==================== ptp_a_driver_flat
`src/rtl/ptp_a_driver_if.sv`:
```
// Word handshake and byte-bus signals of the paper-tape-port word driver.
// master = the driver itself; slave = the host/receiver side that talks to it.
interface ptp_a_driver_if;
  logic [31:0] word_i;
  logic        valid_i;
  logic        ready_o;
  logic [7:0]  value_o;
  logic        control_o;
  logic        ptp_rst_n_o;
  logic        busy_o;
  logic        done_o;

  modport master (
    input  word_i, valid_i,
    output ready_o, value_o, control_o, ptp_rst_n_o, busy_o, done_o
  );

  modport slave (
    output word_i, valid_i,
    input  ready_o, value_o, control_o, ptp_rst_n_o, busy_o, done_o
  );
endinterface

```
`src/rtl/ptp_a_driver.sv`:
```
// Sends one 32-bit word as four MSB-first bytes, each framed by setup/strobe/hold.
// Optional macro PTP_DRIVER_RESET_PULSE_EN prefixes every word with a receiver reset pulse.
module ptp_a_driver #(
    parameter int SETUP_CYCLES  = 2,
    parameter int STROBE_CYCLES = 2,
    parameter int HOLD_CYCLES   = 1,
    parameter int RST_CYCLES    = 2
) (
    input  logic           clock,
    input  logic           reset_i,
    ptp_a_driver_if.master bus,
    output logic [2:0]     dbg_state
);

    localparam int M1   = (SETUP_CYCLES > STROBE_CYCLES) ? SETUP_CYCLES : STROBE_CYCLES;
    localparam int M2   = (M1 > HOLD_CYCLES) ? M1 : HOLD_CYCLES;
    localparam int MAXC = (M2 > RST_CYCLES) ? M2 : RST_CYCLES;
    localparam int CW   = (MAXC > 1) ? $clog2(MAXC) : 1;

    typedef enum logic [2:0] {
        S_IDLE   = 3'd0,
        S_SETUP  = 3'd1,
        S_STROBE = 3'd2,
        S_HOLD   = 3'd3
`ifdef PTP_DRIVER_RESET_PULSE_EN
        , S_RST  = 3'd4
`endif
    } state_t;

    state_t        state, state_nx;
    logic [CW-1:0] cnt, cnt_nx;
    logic [1:0]    idx, idx_nx;
    logic [31:0]   word_q;
    logic [31:0]   src;
    logic [7:0]    value_q, value_nx;
    logic          control_q, control_nx;
    logic          done_q, done_nx;
    logic          accept;

    // Handshake: a word transfers on a rising edge where valid_i and ready_o are
    // both high; ready_o is high exactly in IDLE, and valid_i is ignored otherwise.
    assign accept = (state == S_IDLE) && bus.valid_i;

    always_comb begin
        state_nx = state;
        cnt_nx   = cnt + CW'(1);
        idx_nx   = idx;
        case (state)
            S_IDLE: begin
                cnt_nx = '0;
                if (accept) begin
                    idx_nx = 2'd0;
`ifdef PTP_DRIVER_RESET_PULSE_EN
                    state_nx = S_RST;
`else
                    state_nx = S_SETUP;
`endif
                end
            end
`ifdef PTP_DRIVER_RESET_PULSE_EN
            S_RST: begin
                if (cnt == CW'(RST_CYCLES - 1)) begin
                    cnt_nx   = '0;
                    state_nx = S_SETUP;
                end
            end
`endif
            S_SETUP: begin
                if (cnt == CW'(SETUP_CYCLES - 1)) begin
                    cnt_nx   = '0;
                    state_nx = S_STROBE;
                end
            end
            S_STROBE: begin
                if (cnt == CW'(STROBE_CYCLES - 1)) begin
                    cnt_nx   = '0;
                    state_nx = S_HOLD;
                end
            end
            S_HOLD: begin
                if (cnt == CW'(HOLD_CYCLES - 1)) begin
                    cnt_nx = '0;
                    if (idx == 2'd3) begin
                        state_nx = S_IDLE;
                    end else begin
                        idx_nx   = idx + 2'd1;
                        state_nx = S_SETUP;
                    end
                end
            end
            default: begin
                cnt_nx   = '0;
                state_nx = S_IDLE;
            end
        endcase
    end

    // The first byte comes straight from word_i because the latch fills on the same edge.
    always_comb begin
        src      = (state == S_IDLE) ? bus.word_i : word_q;
        value_nx = value_q;
        if ((state_nx == S_SETUP) && (state != S_SETUP)) begin
            case (idx_nx)
                2'd0:    value_nx = src[31:24];
                2'd1:    value_nx = src[23:16];
                2'd2:    value_nx = src[15:8];
                default: value_nx = src[7:0];
            endcase
        end
        control_nx = (state_nx == S_STROBE);
        done_nx    = (state == S_HOLD) && (state_nx == S_IDLE);
    end

    always_ff @(posedge clock) begin
        if (reset_i) begin
            state     <= S_IDLE;
            cnt       <= '0;
            idx       <= 2'd0;
            word_q    <= 32'h0;
            value_q   <= 8'h00;
            control_q <= 1'b0;
            done_q    <= 1'b0;
        end else begin
            state     <= state_nx;
            cnt       <= cnt_nx;
            idx       <= idx_nx;
            if (accept) word_q <= bus.word_i;
            value_q   <= value_nx;
            control_q <= control_nx;
            done_q    <= done_nx;
        end
    end

`ifdef PTP_DRIVER_RESET_PULSE_EN
    logic ptp_rst_n_q;

    always_ff @(posedge clock) begin
        if (reset_i) ptp_rst_n_q <= 1'b1;
        else         ptp_rst_n_q <= (state_nx != S_RST);
    end

    assign bus.ptp_rst_n_o = ptp_rst_n_q;
`else
    assign bus.ptp_rst_n_o = 1'b1;
`endif

    assign bus.ready_o   = (state == S_IDLE);
    assign bus.busy_o    = (state != S_IDLE);
    assign bus.value_o   = value_q;
    assign bus.control_o = control_q;
    assign bus.done_o    = done_q;
    assign dbg_state     = state;

endmodule
```
`src/flat_wrapper.sv`:
```
// flat-port wrapper written by rule: the top's interface ports become plain ports
module ptp_a_driver_flat 
#(
    parameter int SETUP_CYCLES  = 2,
    parameter int STROBE_CYCLES = 2,
    parameter int HOLD_CYCLES   = 1,
    parameter int RST_CYCLES    = 2
)
  (clock, reset_i, dbg_state, bus_word_i, bus_valid_i, bus_ready_o, bus_value_o, bus_control_o, bus_ptp_rst_n_o, bus_busy_o, bus_done_o);
  ptp_a_driver_if bus_i ();
  input  logic clock;
  input  logic reset_i;
  output logic [2:0] dbg_state;
  input wire logic [$bits(bus_i.word_i)-1:0] bus_word_i;
  input wire logic [$bits(bus_i.valid_i)-1:0] bus_valid_i;
  output wire logic [$bits(bus_i.ready_o)-1:0] bus_ready_o;
  output wire logic [$bits(bus_i.value_o)-1:0] bus_value_o;
  output wire logic [$bits(bus_i.control_o)-1:0] bus_control_o;
  output wire logic [$bits(bus_i.ptp_rst_n_o)-1:0] bus_ptp_rst_n_o;
  output wire logic [$bits(bus_i.busy_o)-1:0] bus_busy_o;
  output wire logic [$bits(bus_i.done_o)-1:0] bus_done_o;
  assign bus_i.word_i = bus_word_i;
  assign bus_i.valid_i = bus_valid_i;
  assign bus_ready_o = bus_i.ready_o;
  assign bus_value_o = bus_i.value_o;
  assign bus_control_o = bus_i.control_o;
  assign bus_ptp_rst_n_o = bus_i.ptp_rst_n_o;
  assign bus_busy_o = bus_i.busy_o;
  assign bus_done_o = bus_i.done_o;
  ptp_a_driver #(.SETUP_CYCLES(SETUP_CYCLES), .STROBE_CYCLES(STROBE_CYCLES), .HOLD_CYCLES(HOLD_CYCLES), .RST_CYCLES(RST_CYCLES)) u_core (.clock(clock), .reset_i(reset_i), .bus(bus_i), .dbg_state(dbg_state));
endmodule
```
`config.mk`:
```
export PLATFORM = sky130hd
export DESIGN_NAME = ptp_a_driver_flat
export DESIGN_NICKNAME = d
export VERILOG_FILES = /design/src/rtl/ptp_a_driver_if.sv /design/src/rtl/ptp_a_driver.sv /design/src/flat_wrapper.sv
export SDC_FILE = /design/constraint.sdc
export NUM_CORES = 1
export LEC_CHECK = 0
export CORE_UTILIZATION = 62
export DETAILED_ROUTE_END_ITERATION = 8
export DONT_BUFFER_PORTS = 1
export PLACE_DENSITY = 0.9
export SLEW_MARGIN = 0
export SYNTH_ARGS = -nofsm -noshare
export SYNTH_HDL_FRONTEND = slang
export SYNTH_SLANG_ARGS = --single-unit
```
`constraint.sdc`:
```
create_clock -name clock -period 2.59 [get_ports clock]
set_clock_uncertainty 0.15 [all_clocks]
set_input_delay 0.259 -clock clock [delete_from_list [all_inputs] [get_ports clock]]
set_output_delay 0.259 -clock clock [all_outputs]
set_load 0.01 [all_outputs]
```
==================== fp_div_seq_flat
`src/rtl/fp_pkg.sv`:
```
// Shared binary32 definitions for the sequential floating-point units.
// Holds the field widths, exponent limits, canonical special encodings, the divider
// state type and iteration count, and small packing helpers.
package fp_pkg;

    localparam int unsigned FP_W   = 32;
    localparam int unsigned EXP_W  = 8;
    localparam int unsigned MANT_W = 23;
    localparam int unsigned SIG_W  = MANT_W + 1;  // mantissa with hidden bit

    localparam int unsigned EXP_BIAS = 127;
    localparam int unsigned EXP_MAX  = 255;

    localparam logic [FP_W-1:0] QNAN = 32'h7FC0_0000;

    // Divider datapath sizing: 24 quotient bits plus guard plus one bit of headroom
    // for the case where the mantissa ratio is below one.
    localparam int unsigned DIV_ITERS = 26;
    localparam int unsigned QUO_W     = DIV_ITERS;
    localparam int unsigned REM_W     = SIG_W + 1;
    localparam int unsigned CNT_W     = 5;

    typedef enum logic [2:0] {
        StIdle,
        StPrep,
        StDivide,
        StRound,
        StDone
    } div_state_e;

    function automatic logic [FP_W-1:0] fp_inf(input logic sign);
        return {sign, {EXP_W{1'b1}}, {MANT_W{1'b0}}};
    endfunction

    function automatic logic [FP_W-1:0] fp_zero(input logic sign);
        return {sign, {(FP_W-1){1'b0}}};
    endfunction

    function automatic logic [FP_W-1:0] fp_pack(input logic              sign,
                                                 input logic [EXP_W-1:0]  exp,
                                                 input logic [MANT_W-1:0] mant);
        return {sign, exp, mant};
    endfunction

endpackage

```
`src/rtl/fp_div_seq_if.sv`:
```
// Request/response bundle of the sequential divider.
//   start        : request, taken only while ready is high
//   a, b         : dividend and divisor, captured with an accepted start
//   ready        : divider is idle
//   done         : one-cycle completion pulse
//   result       : quotient, held until the next done
//   div_by_zero  : finite nonzero divided by zero, held with result
// master = requester, slave = divider.
interface fp_div_seq_if;

    logic        start;
    logic [31:0] a;
    logic [31:0] b;
    logic        ready;
    logic        done;
    logic [31:0] result;
    logic        div_by_zero;

    modport master (
        output start,
        output a,
        output b,
        input  ready,
        input  done,
        input  result,
        input  div_by_zero
    );

    modport slave (
        input  start,
        input  a,
        input  b,
        output ready,
        output done,
        output result,
        output div_by_zero
    );

endinterface

```
`src/rtl/fp_classify.sv`:
```
// Combinational binary32 operand unpacker.
//   op       : binary32 operand
//   sign     : sign bit
//   exp      : biased exponent field
//   mant     : mantissa with the hidden bit set
//   is_zero  : exponent field zero (subnormals count as zero)
//   is_inf   : infinity
//   is_nan   : any NaN
module fp_classify
    import fp_pkg::*;
(
    input  logic [FP_W-1:0]  op,
    output logic             sign,
    output logic [EXP_W-1:0] exp,
    output logic [SIG_W-1:0] mant,
    output logic             is_zero,
    output logic             is_inf,
    output logic             is_nan
);

    logic [MANT_W-1:0] frac;
    logic              exp_all_ones;

    assign sign         = op[FP_W-1];
    assign exp          = op[FP_W-2:MANT_W];
    assign frac         = op[MANT_W-1:0];
    assign exp_all_ones = (exp == {EXP_W{1'b1}});

    assign mant    = {1'b1, frac};
    assign is_zero = (exp == '0);
    assign is_inf  = exp_all_ones && (frac == '0);
    assign is_nan  = exp_all_ones && (frac != '0);

endmodule

```
`src/rtl/fp_div_seq.sv`:
```
// Sequential binary32 divider: result = a / b.
// Restoring radix-2 mantissa division, one quotient bit per cycle, round to nearest even,
// flush-to-zero on underflow, full NaN/inf/zero handling.
//   clk   : rising-edge clock
//   rst   : synchronous active-high reset, aborts any division in flight
//   bus   : fp_div_seq_if slave (start/a/b in, ready/done/result/div_by_zero out)
// Latency from the accepting edge: done after edge 28 (normal) or edge 1 (special case).
module fp_div_seq
    import fp_pkg::*;
(
    input  logic         clk,
    input  logic         rst,
    fp_div_seq_if.slave  bus
);

    div_state_e state_q, state_d;

    logic [FP_W-1:0]   a_q, a_d;
    logic [FP_W-1:0]   b_q, b_d;
    logic [REM_W-1:0]  rem_q, rem_d;
    logic [SIG_W-1:0]  div_q, div_d;
    logic [QUO_W-1:0]  quo_q, quo_d;
    logic [CNT_W-1:0]  cnt_q, cnt_d;
    logic signed [9:0] exp_q, exp_d;
    logic              sign_q, sign_d;
    logic [FP_W-1:0]   result_q, result_d;
    logic              dbz_q, dbz_d;

    // Operand unpacking
    logic             sa, sb;
    logic [EXP_W-1:0] ea, eb;
    logic [SIG_W-1:0] ma, mb;
    logic             a_zero, a_inf, a_nan;
    logic             b_zero, b_inf, b_nan;

    fp_classify u_class_a (
        .op      (a_q),
        .sign    (sa),
        .exp     (ea),
        .mant    (ma),
        .is_zero (a_zero),
        .is_inf  (a_inf),
        .is_nan  (a_nan)
    );

    fp_classify u_class_b (
        .op      (b_q),
        .sign    (sb),
        .exp     (eb),
        .mant    (mb),
        .is_zero (b_zero),
        .is_inf  (b_inf),
        .is_nan  (b_nan)
    );

    // Restoring step
    logic [REM_W-1:0] div_ext;
    logic [REM_W-1:0] rem_diff;
    logic             rem_ge;

    assign div_ext  = {1'b0, div_q};
    assign rem_ge   = (rem_q >= div_ext);
    assign rem_diff = rem_q - div_ext;

    // Normalisation and rounding of the finished quotient
    logic [MANT_W-1:0] rnd_mant;
    logic              rnd_guard;
    logic              rnd_sticky;
    logic              rnd_up;
    logic [MANT_W:0]   rnd_mant_inc;
    logic signed [9:0] rnd_exp_norm;
    logic signed [9:0] rnd_exp;
    logic [FP_W-1:0]   rnd_result;

    always_comb begin
        rnd_mant     = '0;
        rnd_guard    = 1'b0;
        rnd_sticky   = 1'b0;
        rnd_exp_norm = exp_q;
        // q[25] is the integer bit of the mantissa ratio; when clear the ratio is in
        // (0.5, 1) and the leading one sits one position lower.
        if (quo_q[QUO_W-1]) begin
            rnd_mant   = quo_q[QUO_W-2:2];
            rnd_guard  = quo_q[1];
            rnd_sticky = quo_q[0] | (rem_q != '0);
        end else begin
            rnd_mant     = quo_q[QUO_W-3:1];
            rnd_guard    = quo_q[0];
            rnd_sticky   = (rem_q != '0);
            rnd_exp_norm = exp_q - 10'sd1;
        end

        rnd_up       = rnd_guard & (rnd_sticky | rnd_mant[0]);
        rnd_mant_inc = {1'b0, rnd_mant} + {{MANT_W{1'b0}}, rnd_up};
        // Carry out leaves the fraction at zero, so only the exponent needs bumping.
        rnd_exp      = rnd_mant_inc[MANT_W] ? rnd_exp_norm + 10'sd1 : rnd_exp_norm;

        if (rnd_exp >= $signed(10'(EXP_MAX))) begin
            rnd_result = fp_inf(sign_q);
        end else if (rnd_exp <= 10'sd0) begin
            rnd_result = fp_zero(sign_q);
        end else begin
            rnd_result = fp_pack(sign_q, rnd_exp[EXP_W-1:0], rnd_mant_inc[MANT_W-1:0]);
        end
    end

    // Next-state and datapath control
    always_comb begin
        state_d  = state_q;
        a_d      = a_q;
        b_d      = b_q;
        rem_d    = rem_q;
        div_d    = div_q;
        quo_d    = quo_q;
        cnt_d    = cnt_q;
        exp_d    = exp_q;
        sign_d   = sign_q;
        result_d = result_q;
        dbz_d    = dbz_q;

        unique case (state_q)
            StIdle: begin
                if (bus.start) begin
                    a_d     = bus.a;
                    b_d     = bus.b;
                    state_d = StPrep;
                end
            end

            StPrep: begin
                sign_d = sa ^ sb;
                dbz_d  = 1'b0;
                if (a_nan || b_nan) begin
                    result_d = QNAN;
                    state_d  = StDone;
                end else if ((a_inf && b_inf) || (a_zero && b_zero)) begin
                    result_d = QNAN;
                    state_d  = StDone;
                end else if (a_inf) begin
                    result_d = fp_inf(sa ^ sb);
                    state_d  = StDone;
                end else if (b_inf || a_zero) begin
                    result_d = fp_zero(sa ^ sb);
                    state_d  = StDone;
                end else if (b_zero) begin
                    result_d = fp_inf(sa ^ sb);
                    dbz_d    = 1'b1;
                    state_d  = StDone;
                end else begin
                    exp_d   = $signed({2'b00, ea}) - $signed({2'b00, eb})
                              + $signed(10'(EXP_BIAS));
                    rem_d   = {1'b0, ma};
                    div_d   = mb;
                    quo_d   = '0;
                    cnt_d   = '0;
                    state_d = StDivide;
                end
            end

            StDivide: begin
                if (rem_ge) begin
                    rem_d = rem_diff << 1;
                    quo_d = {quo_q[QUO_W-2:0], 1'b1};
                end else begin
                    rem_d = rem_q << 1;
                    quo_d = {quo_q[QUO_W-2:0], 1'b0};
                end
                cnt_d = cnt_q + 1'b1;
                if (cnt_q == CNT_W'(DIV_ITERS - 1)) begin
                    state_d = StRound;
                end
            end

            StRound: begin
                result_d = rnd_result;
                dbz_d    = 1'b0;
                state_d  = StDone;
            end

            StDone: begin
                state_d = StIdle;
            end

            default: begin
                state_d = StIdle;
            end
        endcase
    end

    always_ff @(posedge clk) begin
        if (rst) begin
            state_q  <= StIdle;
            a_q      <= '0;
            b_q      <= '0;
            rem_q    <= '0;
            div_q    <= '0;
            quo_q    <= '0;
            cnt_q    <= '0;
            exp_q    <= '0;
            sign_q   <= 1'b0;
            result_q <= '0;
            dbz_q    <= 1'b0;
        end else begin
            state_q  <= state_d;
            a_q      <= a_d;
            b_q      <= b_d;
            rem_q    <= rem_d;
            div_q    <= div_d;
            quo_q    <= quo_d;
            cnt_q    <= cnt_d;
            exp_q    <= exp_d;
            sign_q   <= sign_d;
            result_q <= result_d;
            dbz_q    <= dbz_d;
        end
    end

    assign bus.ready       = (state_q == StIdle);
    assign bus.done        = (state_q == StDone);
    assign bus.result      = result_q;
    assign bus.div_by_zero = dbz_q;

endmodule

```
`src/flat_wrapper.sv`:
```
// flat-port wrapper written by rule: the top's interface ports become plain ports
module fp_div_seq_flat import fp_pkg::*;
  (clk, rst, bus_start, bus_a, bus_b, bus_ready, bus_done, bus_result, bus_div_by_zero);
  fp_div_seq_if bus_i ();
  input  logic clk;
  input  logic rst;
  input wire logic [$bits(bus_i.start)-1:0] bus_start;
  input wire logic [$bits(bus_i.a)-1:0] bus_a;
  input wire logic [$bits(bus_i.b)-1:0] bus_b;
  output wire logic [$bits(bus_i.ready)-1:0] bus_ready;
  output wire logic [$bits(bus_i.done)-1:0] bus_done;
  output wire logic [$bits(bus_i.result)-1:0] bus_result;
  output wire logic [$bits(bus_i.div_by_zero)-1:0] bus_div_by_zero;
  assign bus_i.start = bus_start;
  assign bus_i.a = bus_a;
  assign bus_i.b = bus_b;
  assign bus_ready = bus_i.ready;
  assign bus_done = bus_i.done;
  assign bus_result = bus_i.result;
  assign bus_div_by_zero = bus_i.div_by_zero;
  fp_div_seq u_core (.clk(clk), .rst(rst), .bus(bus_i));
endmodule
```
`config.mk`:
```
export PLATFORM = sky130hd
export DESIGN_NAME = fp_div_seq_flat
export DESIGN_NICKNAME = d
export VERILOG_FILES = /design/src/rtl/fp_pkg.sv /design/src/rtl/fp_div_seq_if.sv /design/src/rtl/fp_classify.sv /design/src/rtl/fp_div_seq.sv /design/src/flat_wrapper.sv
export SDC_FILE = /design/constraint.sdc
export NUM_CORES = 1
export LEC_CHECK = 0
export ABC_AREA = 1
export CORE_MARGIN = 3
export CORE_UTILIZATION = 46
export DETAILED_ROUTE_END_ITERATION = 6
export GPL_ROUTABILITY_DRIVEN = 0
export PLACE_DENSITY = 0.66
export SLEW_MARGIN = 10
export SYNTH_ARGS = -nofsm -noshare
export SYNTH_HDL_FRONTEND = slang
export SYNTH_HIERARCHICAL = 1
export SYNTH_SLANG_ARGS = --single-unit
```
`constraint.sdc`:
```
create_clock -name clk -period 2.95 [get_ports clk]
set_clock_uncertainty 0.2 [all_clocks]
set_input_delay 0.295 -clock clk [delete_from_list [all_inputs] [get_ports clk]]
set_output_delay 0.295 -clock clk [all_outputs]
set_load 0.05 [all_outputs]
```
==================== uart_rx_deserializer_flat
### src/rtl/definitions_pkg.sv
// Shared UART / FIFO definitions: default frame geometry and receiver state encoding.
package definitions_pkg;

    localparam int unsigned UART_DBIT = 8;
    localparam int unsigned UART_OVS  = 16;

    typedef enum logic [2:0] {
        RX_IDLE,
        RX_START,
        RX_DATA,
        RX_PARITY,
        RX_STOP,
        RX_DONE
    } uart_rx_state_t;

endpackage

### src/rtl/uart_rx_deserializer_if.sv
// Push bus between the UART receiver and the receive FIFO.
//   rx_data   : assembled byte, valid while rx_wr=1
//   rx_wr     : one-cycle push strobe into the FIFO
//   fifo_full : FIFO full flag, gates the push
interface uart_rx_deserializer_if #(
    parameter int unsigned DBIT = definitions_pkg::UART_DBIT
) ();

    logic [DBIT-1:0] rx_data;
    logic            rx_wr;
    logic            fifo_full;

    // Receiver side drives the byte and strobe
    modport master (
        output rx_data,
        output rx_wr,
        input  fifo_full
    );

    // FIFO side consumes the byte and reports full
    modport slave (
        input  rx_data,
        input  rx_wr,
        output fifo_full
    );

endinterface

### src/rtl/uart_rx_sync.sv
// Two-flop synchronizer for the asynchronous rx line plus falling-edge detect.
//   clk, rstN  : clock, synchronous active-low reset
//   rx_in      : asynchronous serial line (idle high)
//   rx_s       : synchronized line
//   start_edge : high for one clk when rx_s falls from a previously seen high
module uart_rx_sync (
    input  logic clk,
    input  logic rstN,
    input  logic rx_in,
    output logic rx_s,
    output logic start_edge
);

    logic sync_1;
    logic sync_2;
    logic rx_q;

    // Reset to 0 so a line held low out of reset is never taken as a start
    always_ff @(posedge clk) begin
        if (!rstN) begin
            sync_1 <= 1'b0;
            sync_2 <= 1'b0;
            rx_q   <= 1'b0;
        end else begin
            sync_1 <= rx_in;
            sync_2 <= sync_1;
            rx_q   <= sync_2;
        end
    end

    assign rx_s       = sync_2;
    assign start_edge = rx_q & ~sync_2;

endmodule

### src/rtl/uart_rx_deserializer.sv
// UART receive front-end: oversampled LSB-first frame reassembly feeding the rx FIFO.
//   clk, rstN   : clock, synchronous active-low reset
//   rx_in       : asynchronous serial line (idle high)
//   s_tick      : oversample strobe, OVS per bit period
//   fifo_if     : push bus to the FIFO (rx_data, rx_wr, fifo_full)
//   frame_err   : one-cycle pulse, stop bit sampled low
//   parity_err  : one-cycle pulse, parity mismatch
//   overrun_err : one-cycle pulse, good byte dropped on fifo_full
//   busy        : high whenever the receiver is not idle
module uart_rx_deserializer
    import definitions_pkg::*;
#(
    parameter int unsigned DBIT       = UART_DBIT,
    parameter int unsigned OVS        = UART_OVS,
    parameter int unsigned SB_TICK    = 16,
    parameter bit          PARITY_EN  = 1'b0,
    parameter bit          PARITY_ODD = 1'b0
) (
    input  logic                          clk,
    input  logic                          rstN,
    input  logic                          rx_in,
    input  logic                          s_tick,
    uart_rx_deserializer_if.master        fifo_if,
    output logic                          frame_err,
    output logic                          parity_err,
    output logic                          overrun_err,
    output logic                          busy
);

    localparam int unsigned SW = $clog2(SB_TICK);
    localparam int unsigned NW = $clog2(DBIT);

    logic rx_s;
    logic start_edge;

    uart_rx_state_t  state,       state_nxt;
    logic [SW-1:0]   s_cnt,       s_cnt_nxt;
    logic [NW-1:0]   n_cnt,       n_cnt_nxt;
    logic [DBIT-1:0] b,           b_nxt;
    logic            par_bad,     par_bad_nxt;
    logic            stop_ok,     stop_ok_nxt;
    logic [DBIT-1:0] rx_data_q,   rx_data_nxt;
    logic            rx_wr_q,     rx_wr_nxt;
    logic            frame_err_q, frame_err_nxt;
    logic            parity_err_q, parity_err_nxt;
    logic            overrun_err_q, overrun_err_nxt;

    uart_rx_sync u_sync (
        .clk        (clk),
        .rstN       (rstN),
        .rx_in      (rx_in),
        .rx_s       (rx_s),
        .start_edge (start_edge)
    );

    // State, datapath and registered outputs
    always_ff @(posedge clk) begin
        if (!rstN) begin
            state         <= RX_IDLE;
            s_cnt         <= '0;
            n_cnt         <= '0;
            b             <= '0;
            par_bad       <= 1'b0;
            stop_ok       <= 1'b0;
            rx_data_q     <= '0;
            rx_wr_q       <= 1'b0;
            frame_err_q   <= 1'b0;
            parity_err_q  <= 1'b0;
            overrun_err_q <= 1'b0;
        end else begin
            state         <= state_nxt;
            s_cnt         <= s_cnt_nxt;
            n_cnt         <= n_cnt_nxt;
            b             <= b_nxt;
            par_bad       <= par_bad_nxt;
            stop_ok       <= stop_ok_nxt;
            rx_data_q     <= rx_data_nxt;
            rx_wr_q       <= rx_wr_nxt;
            frame_err_q   <= frame_err_nxt;
            parity_err_q  <= parity_err_nxt;
            overrun_err_q <= overrun_err_nxt;
        end
    end

    // Next-state, counters, shifter and result selection
    always_comb begin
        state_nxt       = state;
        s_cnt_nxt       = s_cnt;
        n_cnt_nxt       = n_cnt;
        b_nxt           = b;
        par_bad_nxt     = par_bad;
        stop_ok_nxt     = stop_ok;
        rx_data_nxt     = rx_data_q;
        rx_wr_nxt       = 1'b0;
        frame_err_nxt   = 1'b0;
        parity_err_nxt  = 1'b0;
        overrun_err_nxt = 1'b0;

        case (state)
            RX_IDLE: begin
                if (start_edge) begin
                    state_nxt = RX_START;
                    s_cnt_nxt = '0;
                end
            end

            // Re-check the line mid start bit to reject glitches
            RX_START: begin
                if (s_tick) begin
                    if (s_cnt == SW'(OVS/2 - 1)) begin
                        if (rx_s) begin
                            state_nxt = RX_IDLE;
                        end else begin
                            state_nxt   = RX_DATA;
                            s_cnt_nxt   = '0;
                            n_cnt_nxt   = '0;
                            par_bad_nxt = 1'b0;
                        end
                    end else begin
                        s_cnt_nxt = s_cnt + SW'(1);
                    end
                end
            end

            // LSB arrives first, so shift in from the top
            RX_DATA: begin
                if (s_tick) begin
                    if (s_cnt == SW'(OVS - 1)) begin
                        b_nxt     = {rx_s, b[DBIT-1:1]};
                        s_cnt_nxt = '0;
                        if (n_cnt == NW'(DBIT - 1)) begin
                            state_nxt = PARITY_EN ? RX_PARITY : RX_STOP;
                        end else begin
                            n_cnt_nxt = n_cnt + NW'(1);
                        end
                    end else begin
                        s_cnt_nxt = s_cnt + SW'(1);
                    end
                end
            end

            RX_PARITY: begin
                if (s_tick) begin
                    if (s_cnt == SW'(OVS - 1)) begin
                        par_bad_nxt = (^b) ^ rx_s ^ PARITY_ODD;
                        s_cnt_nxt   = '0;
                        state_nxt   = RX_STOP;
                    end else begin
                        s_cnt_nxt = s_cnt + SW'(1);
                    end
                end
            end

            RX_STOP: begin
                if (s_tick) begin
                    if (s_cnt == SW'(SB_TICK - 1)) begin
                        stop_ok_nxt = rx_s;
                        state_nxt   = RX_DONE;
                    end else begin
                        s_cnt_nxt = s_cnt + SW'(1);
                    end
                end
            end

            // Exactly one outcome per completed frame, framing first
            RX_DONE: begin
                state_nxt = RX_IDLE;
                if (!stop_ok) begin
                    frame_err_nxt = 1'b1;
                end else if (PARITY_EN && par_bad) begin
                    parity_err_nxt = 1'b1;
                end else if (fifo_if.fifo_full) begin
                    overrun_err_nxt = 1'b1;
                end else begin
                    rx_wr_nxt   = 1'b1;
                    rx_data_nxt = b;
                end
            end

            default: state_nxt = RX_IDLE;
        endcase
    end

    assign fifo_if.rx_data = rx_data_q;
    assign fifo_if.rx_wr   = rx_wr_q;
    assign frame_err       = frame_err_q;
    assign parity_err      = parity_err_q;
    assign overrun_err     = overrun_err_q;
    assign busy            = (state != RX_IDLE);

endmodule

### src/flat_wrapper.sv
// flat-port wrapper written by rule: the top's interface ports become plain ports
module uart_rx_deserializer_flat import definitions_pkg::*;
#(
    parameter int unsigned DBIT       = UART_DBIT,
    parameter int unsigned OVS        = UART_OVS,
    parameter int unsigned SB_TICK    = 16,
    parameter bit          PARITY_EN  = 1'b0,
    parameter bit          PARITY_ODD = 1'b0
)
  (clk, rstN, rx_in, s_tick, frame_err, parity_err, overrun_err, busy, fifo_if_rx_data, fifo_if_rx_wr, fifo_if_fifo_full);
  uart_rx_deserializer_if #(.DBIT(DBIT)) fifo_if_i ();
  input  logic clk;
  input  logic rstN;
  input  logic rx_in;
  input  logic s_tick;
  output logic frame_err;
  output logic parity_err;
  output logic overrun_err;
  output logic busy;
  output wire logic [$bits(fifo_if_i.rx_data)-1:0] fifo_if_rx_data;
  output wire logic [$bits(fifo_if_i.rx_wr)-1:0] fifo_if_rx_wr;
  input wire logic [$bits(fifo_if_i.fifo_full)-1:0] fifo_if_fifo_full;
  assign fifo_if_rx_data = fifo_if_i.rx_data;
  assign fifo_if_rx_wr = fifo_if_i.rx_wr;
  assign fifo_if_i.fifo_full = fifo_if_fifo_full;
  uart_rx_deserializer #(.DBIT(DBIT), .OVS(OVS), .SB_TICK(SB_TICK), .PARITY_EN(PARITY_EN), .PARITY_ODD(PARITY_ODD)) u_core (.clk(clk), .rstN(rstN), .rx_in(rx_in), .s_tick(s_tick), .fifo_if(fifo_if_i), .frame_err(frame_err), .parity_err(parity_err), .overrun_err(overrun_err), .busy(busy));
endmodule
### config.mk
export PLATFORM = sky130hd
export DESIGN_NAME = uart_rx_deserializer_flat
export DESIGN_NICKNAME = d
export VERILOG_FILES = /design/src/rtl/definitions_pkg.sv /design/src/rtl/uart_rx_deserializer_if.sv /design/src/rtl/uart_rx_sync.sv /design/src/rtl/uart_rx_deserializer.sv /design/src/flat_wrapper.sv
export SDC_FILE = /design/constraint.sdc
export NUM_CORES = 1
export LEC_CHECK = 0
export CORE_ASPECT_RATIO = 1.75
export CORE_MARGIN = 5
export CORE_UTILIZATION = 53
export DETAILED_ROUTE_END_ITERATION = 8
export GPL_TIMING_DRIVEN = 0
export PLACE_DENSITY = 0.74
export SLEW_MARGIN = 20
export SYNTH_ARGS = -nofsm -noshare
export SYNTH_HDL_FRONTEND = slang
export SYNTH_SLANG_ARGS = --single-unit
export TNS_END_PERCENT = 100
### constraint.sdc
create_clock -name clk -period 1.88 [get_ports clk]
set_input_delay 0.376 -clock clk [delete_from_list [all_inputs] [get_ports clk]]
set_output_delay 0.376 -clock clk [all_outputs]
set_load 0.1 [all_outputs]
==> ptp_a_driver_flat/layer_met4.png <==
The bar under the picture is 20 um long. Supply wires on this layer in gray. Cells faint in the background.
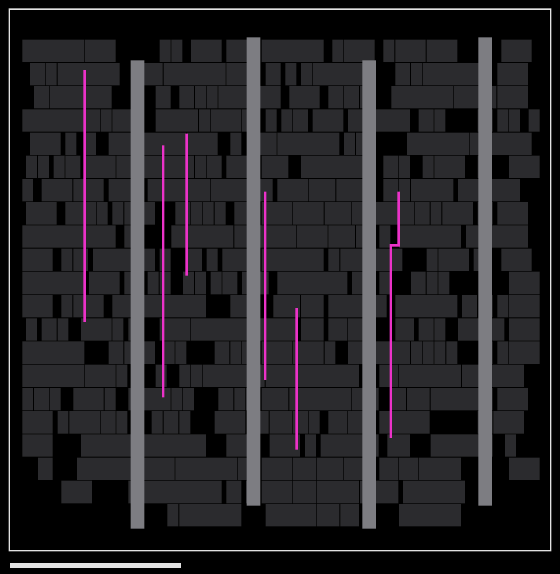
longest straight run: 29.2 um
share of all routed wire: 2.3%
main direction: vertical
wire length on this layer: 142 um
nets with wire on the layer: 5
vias: 2083
drt total wl: 6.173 mm

==> results.yml, ptp_a_driver_flat <==
# synthesis and place-and-route metrics
critical_path:
  worstPathCellList: "buf_4 -> nor3_4 -> inv_2 -> nor2_2 -> buf_4 -> nand2_1 -> a21oi_1 -> dlygate4sd3_1"
  r2r_setup_slack_ns: 0.16
  r2r_start: "u_core.dbg_state[1]"
floorplan:
  pin_count: 51
  coreArea_um2: 3468
  initial_core_util: 0.6710
power_and_ir_drop:
  p_clk_frac: 0.364
  power.total_mw: 1.577
detailed_routing:
  remaining_drc_errors: 0
  first_iter_violations: 118
logic_synthesis:
  netlist_area_um2: 2327
  yosys_cells: 279
  simple_gate_area_frac: 0.2344
  yosysUniqueCellTypes: 37
final_layout:
  fin_area_um2: 2796
  n_all_buffers: 42
placement:
  dpl_cell_area_um2: 2335
job:
  drv_cap: 0
global_route:
  antenna_found_initial: 0
run_status:
  status: "completed"
## ptp_a_driver_flat: registers in the layout (all words and copies together) (netlist names)
name,count
u_core.dbg_state,3
u_core.cnt,1
u_core.bus.value_o,8
u_core.bus.done_o,1
u_core.word_q,32
u_core.bus.control_o,1
u_core.idx,2
## ptp_a_driver_flat: Yosys cell counts (2+ instances only)
cell type / count
conb_1: 2
a21oi_1: 34
buf_2: 3
dfxtp_1: 48
buf_6: 3
nor2b_1: 4
clkbuf_1: 12
a2bb2oi_1: 7
mux2i_1: 30
a32o_1: 7
nand3_1: 7
nor2_1: 6
nand2_1: 92
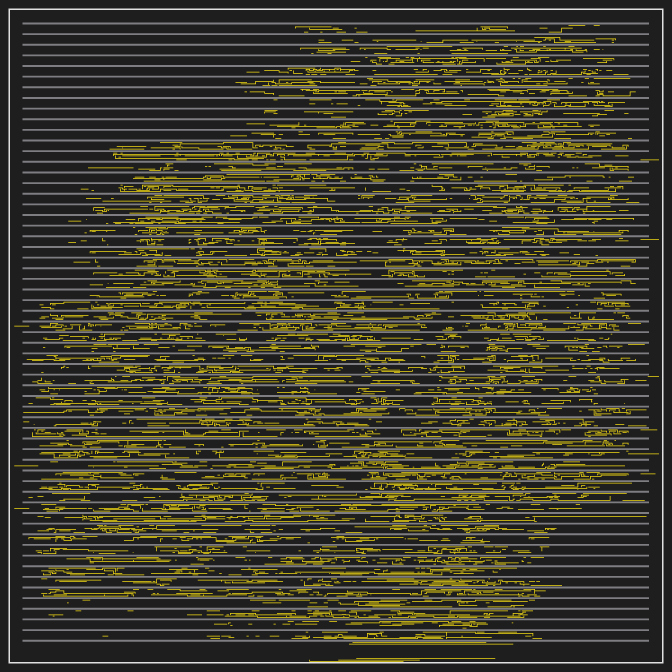
(fp_div_seq_flat/layer_met1.png)
Supply wires on this layer in gray.
nets with wire on the layer: 1793
main direction: horizontal
share of all routed wire: 45%
vias: 11216
GR Layer Usage met1: 0.2765
drt total wl: 31.64 mm

==> results.yml, fp_div_seq_flat <==
# synthesis and place-and-route metrics
run_status:
  status: "completed"
logic_synthesis:
  fp_nets: 1857
  yosysWarningCount: 6
  synthXorXnorAreaFrac: 0.03099
  ff_type: "dfxtp_1"
  area_leaders: "dfxtp_1 (32%), nand2_1 (13%), a21oi_1 (8.6%)"
  synthArstFlopShare: 0
  yosys.area.top_type: "dfxtp_1"
final_timing:
  fin_crit_sh: 0.9602
  fmaxAchievable_ghz: 0.3530
  fin_tns_setup_ns: 0
  drv_slew: 0
final_layout:
  mostFrequentLayoutCells: "nand2_1 (413), a21oi_1 (199), dfxtp_1 (189)"
  seq_share: 0.2743
  seq_cells: 191
clocking:
  cts_sinks: 191
critical_path:
  setup.worst_path.start: "u_core/quo_q[25]"
  crit_cells: 18
  r2r_end: "u_core/bus.result[11]"
power_and_ir_drop:
  power.total_mw: 16.20
  leakagePower_nw: 5.744
global_route:
  grt-ovfl-total: 0
  grt_use_met2: 0.3844
[fp_div_seq_flat: metrics by stage]
stage | setup slack (ns) | hold WS (ns) | area, um^2 | utilization
global placement | 0.03260 | 0.2476 | 12900 | 0.5108
global route | -0.06498 | 0.02846 | 13960 | 0.5527
floorplan | 0.3289 | 0.2331 | 11870 | -
detailed placement | -0.01946 | 0.2527 | 12900 | 0.5108
CTS | 0.008897 | 0.01299 | 13500 | 0.5347
finish | 0.1175 | 0.01431 | 13960 | 0.5527
==> uart_rx_deserializer_flat/io_fan.png <==
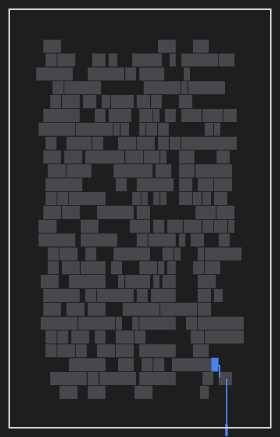
| color | port | bits | direction | edge | end cells | buffers | wire |
|---|---|---|---|---|---|---|---|
| blue | parity_err | 1 | output | bottom | 1 | 1 | 11.8 um |
number of I/O pins: 18
PortBufs: 16

==> results.yml, uart_rx_deserializer_flat <==
# synthesis and place-and-route metrics
run_status:
  status: "completed"
floorplan:
  chip_area_um2: 4186
  die_w_um: 51.10
  die_h_um: 81.92
  initial_core_util: 0.5411
  fp-row-count: 26
final_timing:
  maxSlewHeadroom: 0.3571
  fin_hold_ws_ns: 0.4416
  fmaxAchievable_ghz: 0.5438
final_layout:
  fin_area_um2: 1914
  n_all_buffers: 25
  comb_share: 0.4464
  fin_cells: 211
  mostFrequentLayoutCells: "dfxtp_1 (30), nor2b_1 (21), mux2i_1 (19)"
power_and_ir_drop:
  power_switching_uw: 562.4
  leakagePower_nw: 0.7141
critical_path:
  worstPathCellList: "buf_6 -> or3_4 -> buf_4"
  critical_path_buf_inv_count: 2
  critical_path_required_ns: 1.50
logic_synthesis:
  adder_share: 0.02396
  synthXorXnorAreaFrac: 0.01118
detailed_routing:
  via_per_inst: 5.588
worst_hold_path:
  worstHoldPathType: "reg -> reg"
clocking:
  clk_pin_slew_ns: 0.07
  cts_buffer_depth: 2
global_route:
  met3_usage: 0.03993
==> uart_rx_deserializer_flat: logic make-up (layout without fill, tap and decap cells) <==
logic type,Yosys count,in the layout
compound gates,20,20
xor+xnor,2,2
mux,20,20
buf+inv,13,38
simple gates,66,66
other cells,1,1
fa+ha+maj,3,3
flops,33,33
==> uart_rx_deserializer_flat: power groups by stage <==
stage               clock network, mW  logic, mW  registers (mW)
global placement                    0      0.435           0.755
detailed placement                  0      0.441           0.754
global route                    0.736      0.478           0.741
floorplan                           0      0.361           0.750
CTS                             0.704      0.440           0.738
finish                          0.690      0.445           0.739

==> gallery <==
Placed cells, one color a class.
(a)
The bar under the picture is 20 um long. Fill, decap, tap and diode cells in gray.
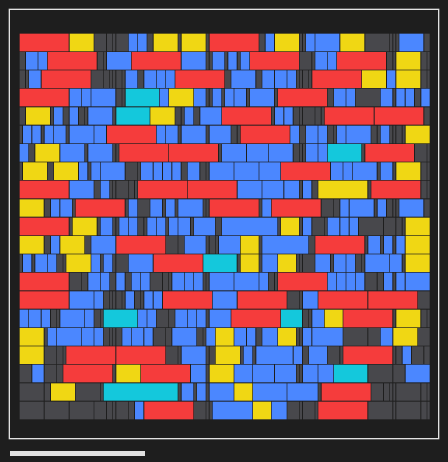
(b)
The bar under the picture is 20 um long. Fill, decap, tap and diode cells in gray.
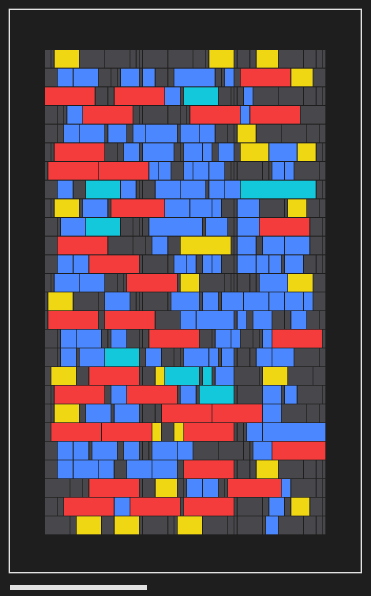
(c)
The bar under the picture is 50 um long. Fill, decap, tap and diode cells in gray.
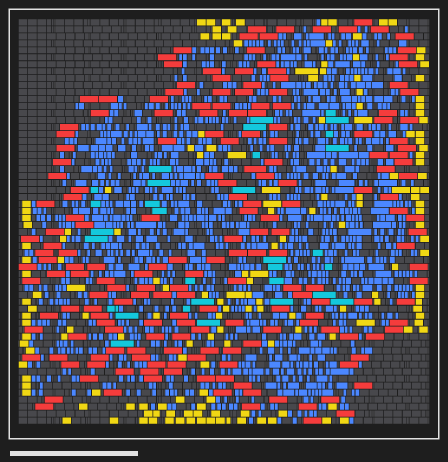
fp_div_seq_flat: (c)
ptp_a_driver_flat: (a)
uart_rx_deserializer_flat: (b)


==================== stage_output_mixer
$ cat src/rtl/stage_output_mixer.sv
// Output mixer: sums the carrier-operator samples of one voice-operator sweep into a saturated
// 16-bit sample with a one-cycle ready strobe. Define MIXER_DC_BLOCK_EN to add a DC-blocker stage.

`ifndef NUM_VOICE_OPERATORS
`define NUM_VOICE_OPERATORS 32
`endif

module stage_output_mixer #(
    parameter int unsigned NUM_OPS      = `NUM_VOICE_OPERATORS,
    parameter int unsigned CARRIER_BIT  = 0,
    parameter int unsigned ACC_WIDTH    = 24,
    parameter int unsigned OUTPUT_SHIFT = 5,
    parameter int unsigned ALG_WIDTH    = 8,
    parameter int unsigned ID_WIDTH     = (NUM_OPS > 1) ? $clog2(NUM_OPS) : 1
) (
    input  logic                  i_Clock,
    input  logic                  i_Reset,
    input  logic [ID_WIDTH-1:0]   i_VoiceOperator,
    input  logic [ALG_WIDTH-1:0]  i_AlgorithmWord,
    input  logic signed [15:0]    i_Waveform,
    output logic signed [15:0]    o_Sample,
    output logic                  o_SampleReady,
    output logic                  o_SequenceError
);

    localparam logic [ID_WIDTH-1:0] LastId = ID_WIDTH'(NUM_OPS - 1);

    logic                        s1_valid_q, s1_valid_d;
    logic [ID_WIDTH-1:0]         s1_id_q, s1_id_d;
    logic                        s1_carrier_q, s1_carrier_d;
    logic signed [15:0]          s1_wave_q, s1_wave_d;
    logic [ID_WIDTH-1:0]         prev_id_q, prev_id_d;
    logic                        first_q, first_d;
    logic signed [ACC_WIDTH-1:0] acc_q, acc_d;
    logic                        frame_valid_q, frame_valid_d;
    logic                        last_q, last_d;
    logic                        err_q, err_d;
    logic signed [15:0]          out_sample_q, out_sample_d;
    logic                        out_ready_q, out_ready_d;

    logic signed [ACC_WIDTH-1:0] term;
    logic signed [ACC_WIDTH:0]   sum_wide;
    logic signed [ACC_WIDTH-1:0] sum_sat;
    logic signed [ACC_WIDTH-1:0] acc_shifted;
    logic [ID_WIDTH-1:0]         expected_id;
    logic                        seq_mismatch;
    logic                        unused_alg;

    assign unused_alg = ^i_AlgorithmWord;

    always_comb begin
        s1_valid_d   = 1'b1;
        s1_id_d      = i_VoiceOperator;
        s1_carrier_d = i_AlgorithmWord[CARRIER_BIT];
        s1_wave_d    = i_Waveform;
    end

    always_comb begin
        term = s1_carrier_q ? {{(ACC_WIDTH-16){s1_wave_q[15]}}, s1_wave_q} : '0;
        sum_wide = {acc_q[ACC_WIDTH-1], acc_q} + {term[ACC_WIDTH-1], term};
        if (sum_wide[ACC_WIDTH] != sum_wide[ACC_WIDTH-1]) begin
            sum_sat = sum_wide[ACC_WIDTH] ? {1'b1, {(ACC_WIDTH-1){1'b0}}}
                                          : {1'b0, {(ACC_WIDTH-1){1'b1}}};
        end else begin
            sum_sat = sum_wide[ACC_WIDTH-1:0];
        end
        expected_id  = (prev_id_q == LastId) ? '0 : prev_id_q + 1'b1;
        // The very first entry after reset has no predecessor, so it is never an error.
        seq_mismatch = s1_valid_q && !first_q && (s1_id_q != expected_id);

        prev_id_d     = prev_id_q;
        first_d       = first_q;
        acc_d         = acc_q;
        frame_valid_d = frame_valid_q;
        last_d        = 1'b0;
        err_d         = err_q || seq_mismatch;
        if (s1_valid_q) begin
            if (seq_mismatch) frame_valid_d = 1'b0;
            // ID 0 always opens a fresh sweep, even when it arrives out of order.
            if (s1_id_q == '0) begin
                acc_d         = term;
                frame_valid_d = 1'b1;
            end else begin
                acc_d = sum_sat;
            end
            last_d    = (s1_id_q == LastId);
            prev_id_d = s1_id_q;
            first_d   = 1'b0;
        end
    end

    always_comb begin
        acc_shifted  = acc_q >>> OUTPUT_SHIFT;
        out_ready_d  = last_q && frame_valid_q;
        out_sample_d = out_sample_q;
        if (out_ready_d) begin
            if (&acc_shifted[ACC_WIDTH-1:15] || ~|acc_shifted[ACC_WIDTH-1:15]) begin
                out_sample_d = acc_shifted[15:0];
            end else begin
                out_sample_d = acc_shifted[ACC_WIDTH-1] ? 16'sh8000 : 16'sh7fff;
            end
        end
    end

    always_ff @(posedge i_Clock) begin
        if (i_Reset) begin
            s1_valid_q    <= 1'b0;
            s1_id_q       <= LastId;
            s1_carrier_q  <= 1'b0;
            s1_wave_q     <= '0;
            prev_id_q     <= LastId;
            first_q       <= 1'b1;
            acc_q         <= '0;
            frame_valid_q <= 1'b0;
            last_q        <= 1'b0;
            err_q         <= 1'b0;
            out_sample_q  <= '0;
            out_ready_q   <= 1'b0;
        end else begin
            s1_valid_q    <= s1_valid_d;
            s1_id_q       <= s1_id_d;
            s1_carrier_q  <= s1_carrier_d;
            s1_wave_q     <= s1_wave_d;
            prev_id_q     <= prev_id_d;
            first_q       <= first_d;
            acc_q         <= acc_d;
            frame_valid_q <= frame_valid_d;
            last_q        <= last_d;
            err_q         <= err_d;
            out_sample_q  <= out_sample_d;
            out_ready_q   <= out_ready_d;
        end
    end

    assign o_SequenceError = err_q;

`ifdef MIXER_DC_BLOCK_EN
    logic signed [15:0] x_prev_q, x_prev_d;
    logic signed [15:0] y_prev_q, y_prev_d;
    logic signed [15:0] dc_sample_q, dc_sample_d;
    logic               dc_ready_q, dc_ready_d;
    logic signed [15:0] y_decay;
    logic signed [19:0] dc_wide;
    logic signed [15:0] dc_y;

    // One-pole high-pass: y = x - x_prev + y_prev - y_prev/256, advanced only on strobes.
    always_comb begin
        y_decay = y_prev_q >>> 8;
        dc_wide = {{4{out_sample_q[15]}}, out_sample_q} - {{4{x_prev_q[15]}}, x_prev_q}
                + {{4{y_prev_q[15]}}, y_prev_q} - {{4{y_decay[15]}}, y_decay};
        if (&dc_wide[19:15] || ~|dc_wide[19:15]) begin
            dc_y = dc_wide[15:0];
        end else begin
            dc_y = dc_wide[19] ? 16'sh8000 : 16'sh7fff;
        end
        dc_ready_d  = out_ready_q;
        dc_sample_d = dc_sample_q;
        x_prev_d    = x_prev_q;
        y_prev_d    = y_prev_q;
        if (out_ready_q) begin
            dc_sample_d = dc_y;
            x_prev_d    = out_sample_q;
            y_prev_d    = dc_y;
        end
    end

    always_ff @(posedge i_Clock) begin
        if (i_Reset) begin
            x_prev_q    <= '0;
            y_prev_q    <= '0;
            dc_sample_q <= '0;
            dc_ready_q  <= 1'b0;
        end else begin
            x_prev_q    <= x_prev_d;
            y_prev_q    <= y_prev_d;
            dc_sample_q <= dc_sample_d;
            dc_ready_q  <= dc_ready_d;
        end
    end

    assign o_Sample      = dc_sample_q;
    assign o_SampleReady = dc_ready_q;
`else
    assign o_Sample      = out_sample_q;
    assign o_SampleReady = out_ready_q;
`endif

endmodule

$ cat config.mk
export PLATFORM = sky130hd
export DESIGN_NAME = stage_output_mixer
export DESIGN_NICKNAME = d
export VERILOG_FILES = /design/src/rtl/stage_output_mixer.sv
export SDC_FILE = /design/constraint.sdc
export NUM_CORES = 1
export LEC_CHECK = 0
export ABC_AREA = 0
export ABC_CLOCK_PERIOD_IN_PS = 4700
export CAP_MARGIN = 20
export CORE_MARGIN = 5
export CORE_UTILIZATION = 50
export CTS_CLUSTER_DIAMETER = 120
export DETAILED_ROUTE_END_ITERATION = 7
export PLACE_DENSITY = 0.79
export SYNTH_ARGS = -nofsm -noshare
export SYNTH_HDL_FRONTEND = slang
export SYNTH_SLANG_ARGS = --single-unit
$ cat constraint.sdc
create_clock -name i_Clock -period 4.7 [get_ports i_Clock]
set_input_delay 0.47 -clock i_Clock [delete_from_list [all_inputs] [get_ports i_Clock]]
set_output_delay 0.47 -clock i_Clock [all_outputs]
set_load 0.02 [all_outputs]
==> stage_output_mixer/layer_met1.png <==
Supply wires on this layer in gray.
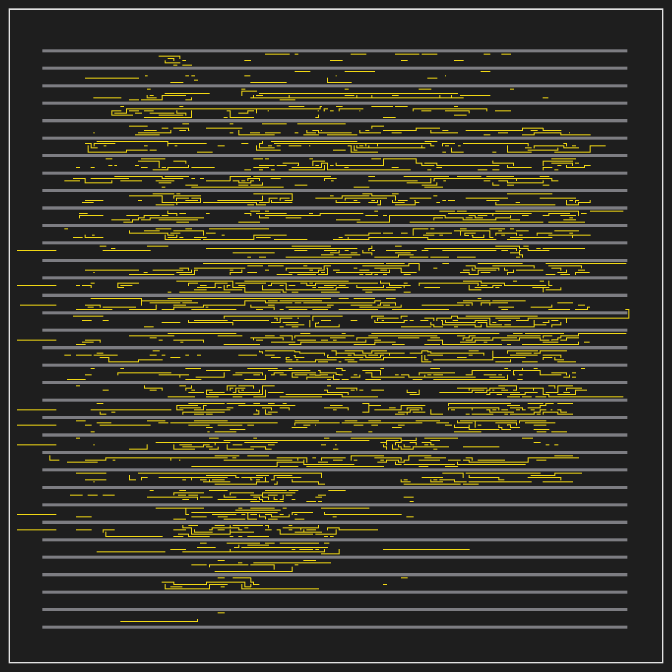
wire length on this layer: 4190 um
nets with wire on the layer: 528
share of all routed wire: 43%
GR Layer Usage met1: 0.2414
vias: 3776
drt total wl: 9.851 mm

==> results.yml <==
# synthesis and place-and-route metrics
final_layout:
  n_antenna_cell: 0
  area_growth_pct: 13.79
  fin_cells: 636
  nets: 575
logic_synthesis:
  synth_top_cell_by_count: "dfxtp_1"
  adder_share: 0.05791
final_timing:
  drv_slew: 0
  rsz0062_at_grt: "false"
global_route:
  grt.total_usage: 0.2008
  grt_pass1_vias: 3678
  grt_pass1_wl_mm: 16.66
floorplan:
  fp-row-count: 33
  initial_core_util: 0.5127
  die_h_um: 101.6
power_and_ir_drop:
  power_switching_uw: 375.7
  peakVddDrop_mv: 0.1905
  p_clk_frac: 0.397
worst_hold_path:
  whs_path_depth: 1
critical_path:
  critical_path_buf_inv_count: 1
  crit_family: "AND-OR/OR-AND gates"
clocking:
  cts-root-buf: "clkbuf_8"
run_status:
  status: "completed"
==> stage_output_mixer/cell_density.png <==
The die is cut into 10 by 10 equal tiles; white is low, dark blue is high, 0 to 100% covered.
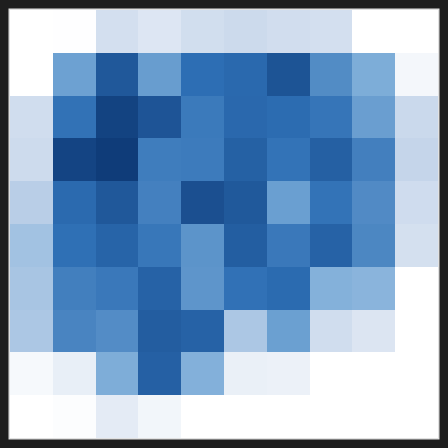
fullest tile: 95%
emptiest ninth of the die: lower right
mean over tiles: 45%
post-layout util: 0.5834
Core ar.: 8175 um^2

-- power groups by stage --
stage	Sequential [mW]	Combinational (mW)	Clock, mW
2_1_floorplan	0.672	0.139	0
3_3_place_gp	0.681	0.169	0
3_5_place_dp	0.682	0.175	0
4_1_cts	0.668	0.176	0.559
5_1_grt	0.671	0.195	0.590
6_report	0.668	0.177	0.556
-- final cells by class --
type	count	area, um^2
multi-input combinational	384	2482
clock inverter	6	90.09
tap	105	131.4
fill	714	3406
inverter	15	56.30
sequential	73	1461
timing repair buffer	43	420.4
clock buffer	10	127.6


==> screenshots <==
Routing congestion.
Plate I
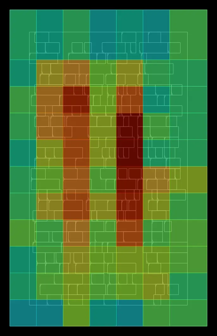
Plate II
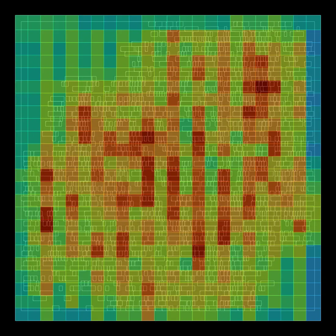
Plate III
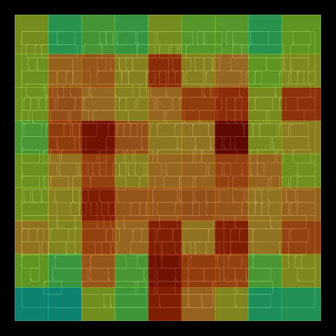
Plate IV
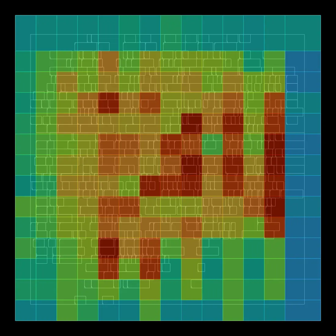
- highest utilization: Plate III
- lowest track usage: Plate I
uart_rx_deserializer_flat: Plate I
ptp_a_driver_flat: Plate III
stage_output_mixer: Plate IV
fp_div_seq_flat: Plate II

Power and IR drop assume default switching activity.
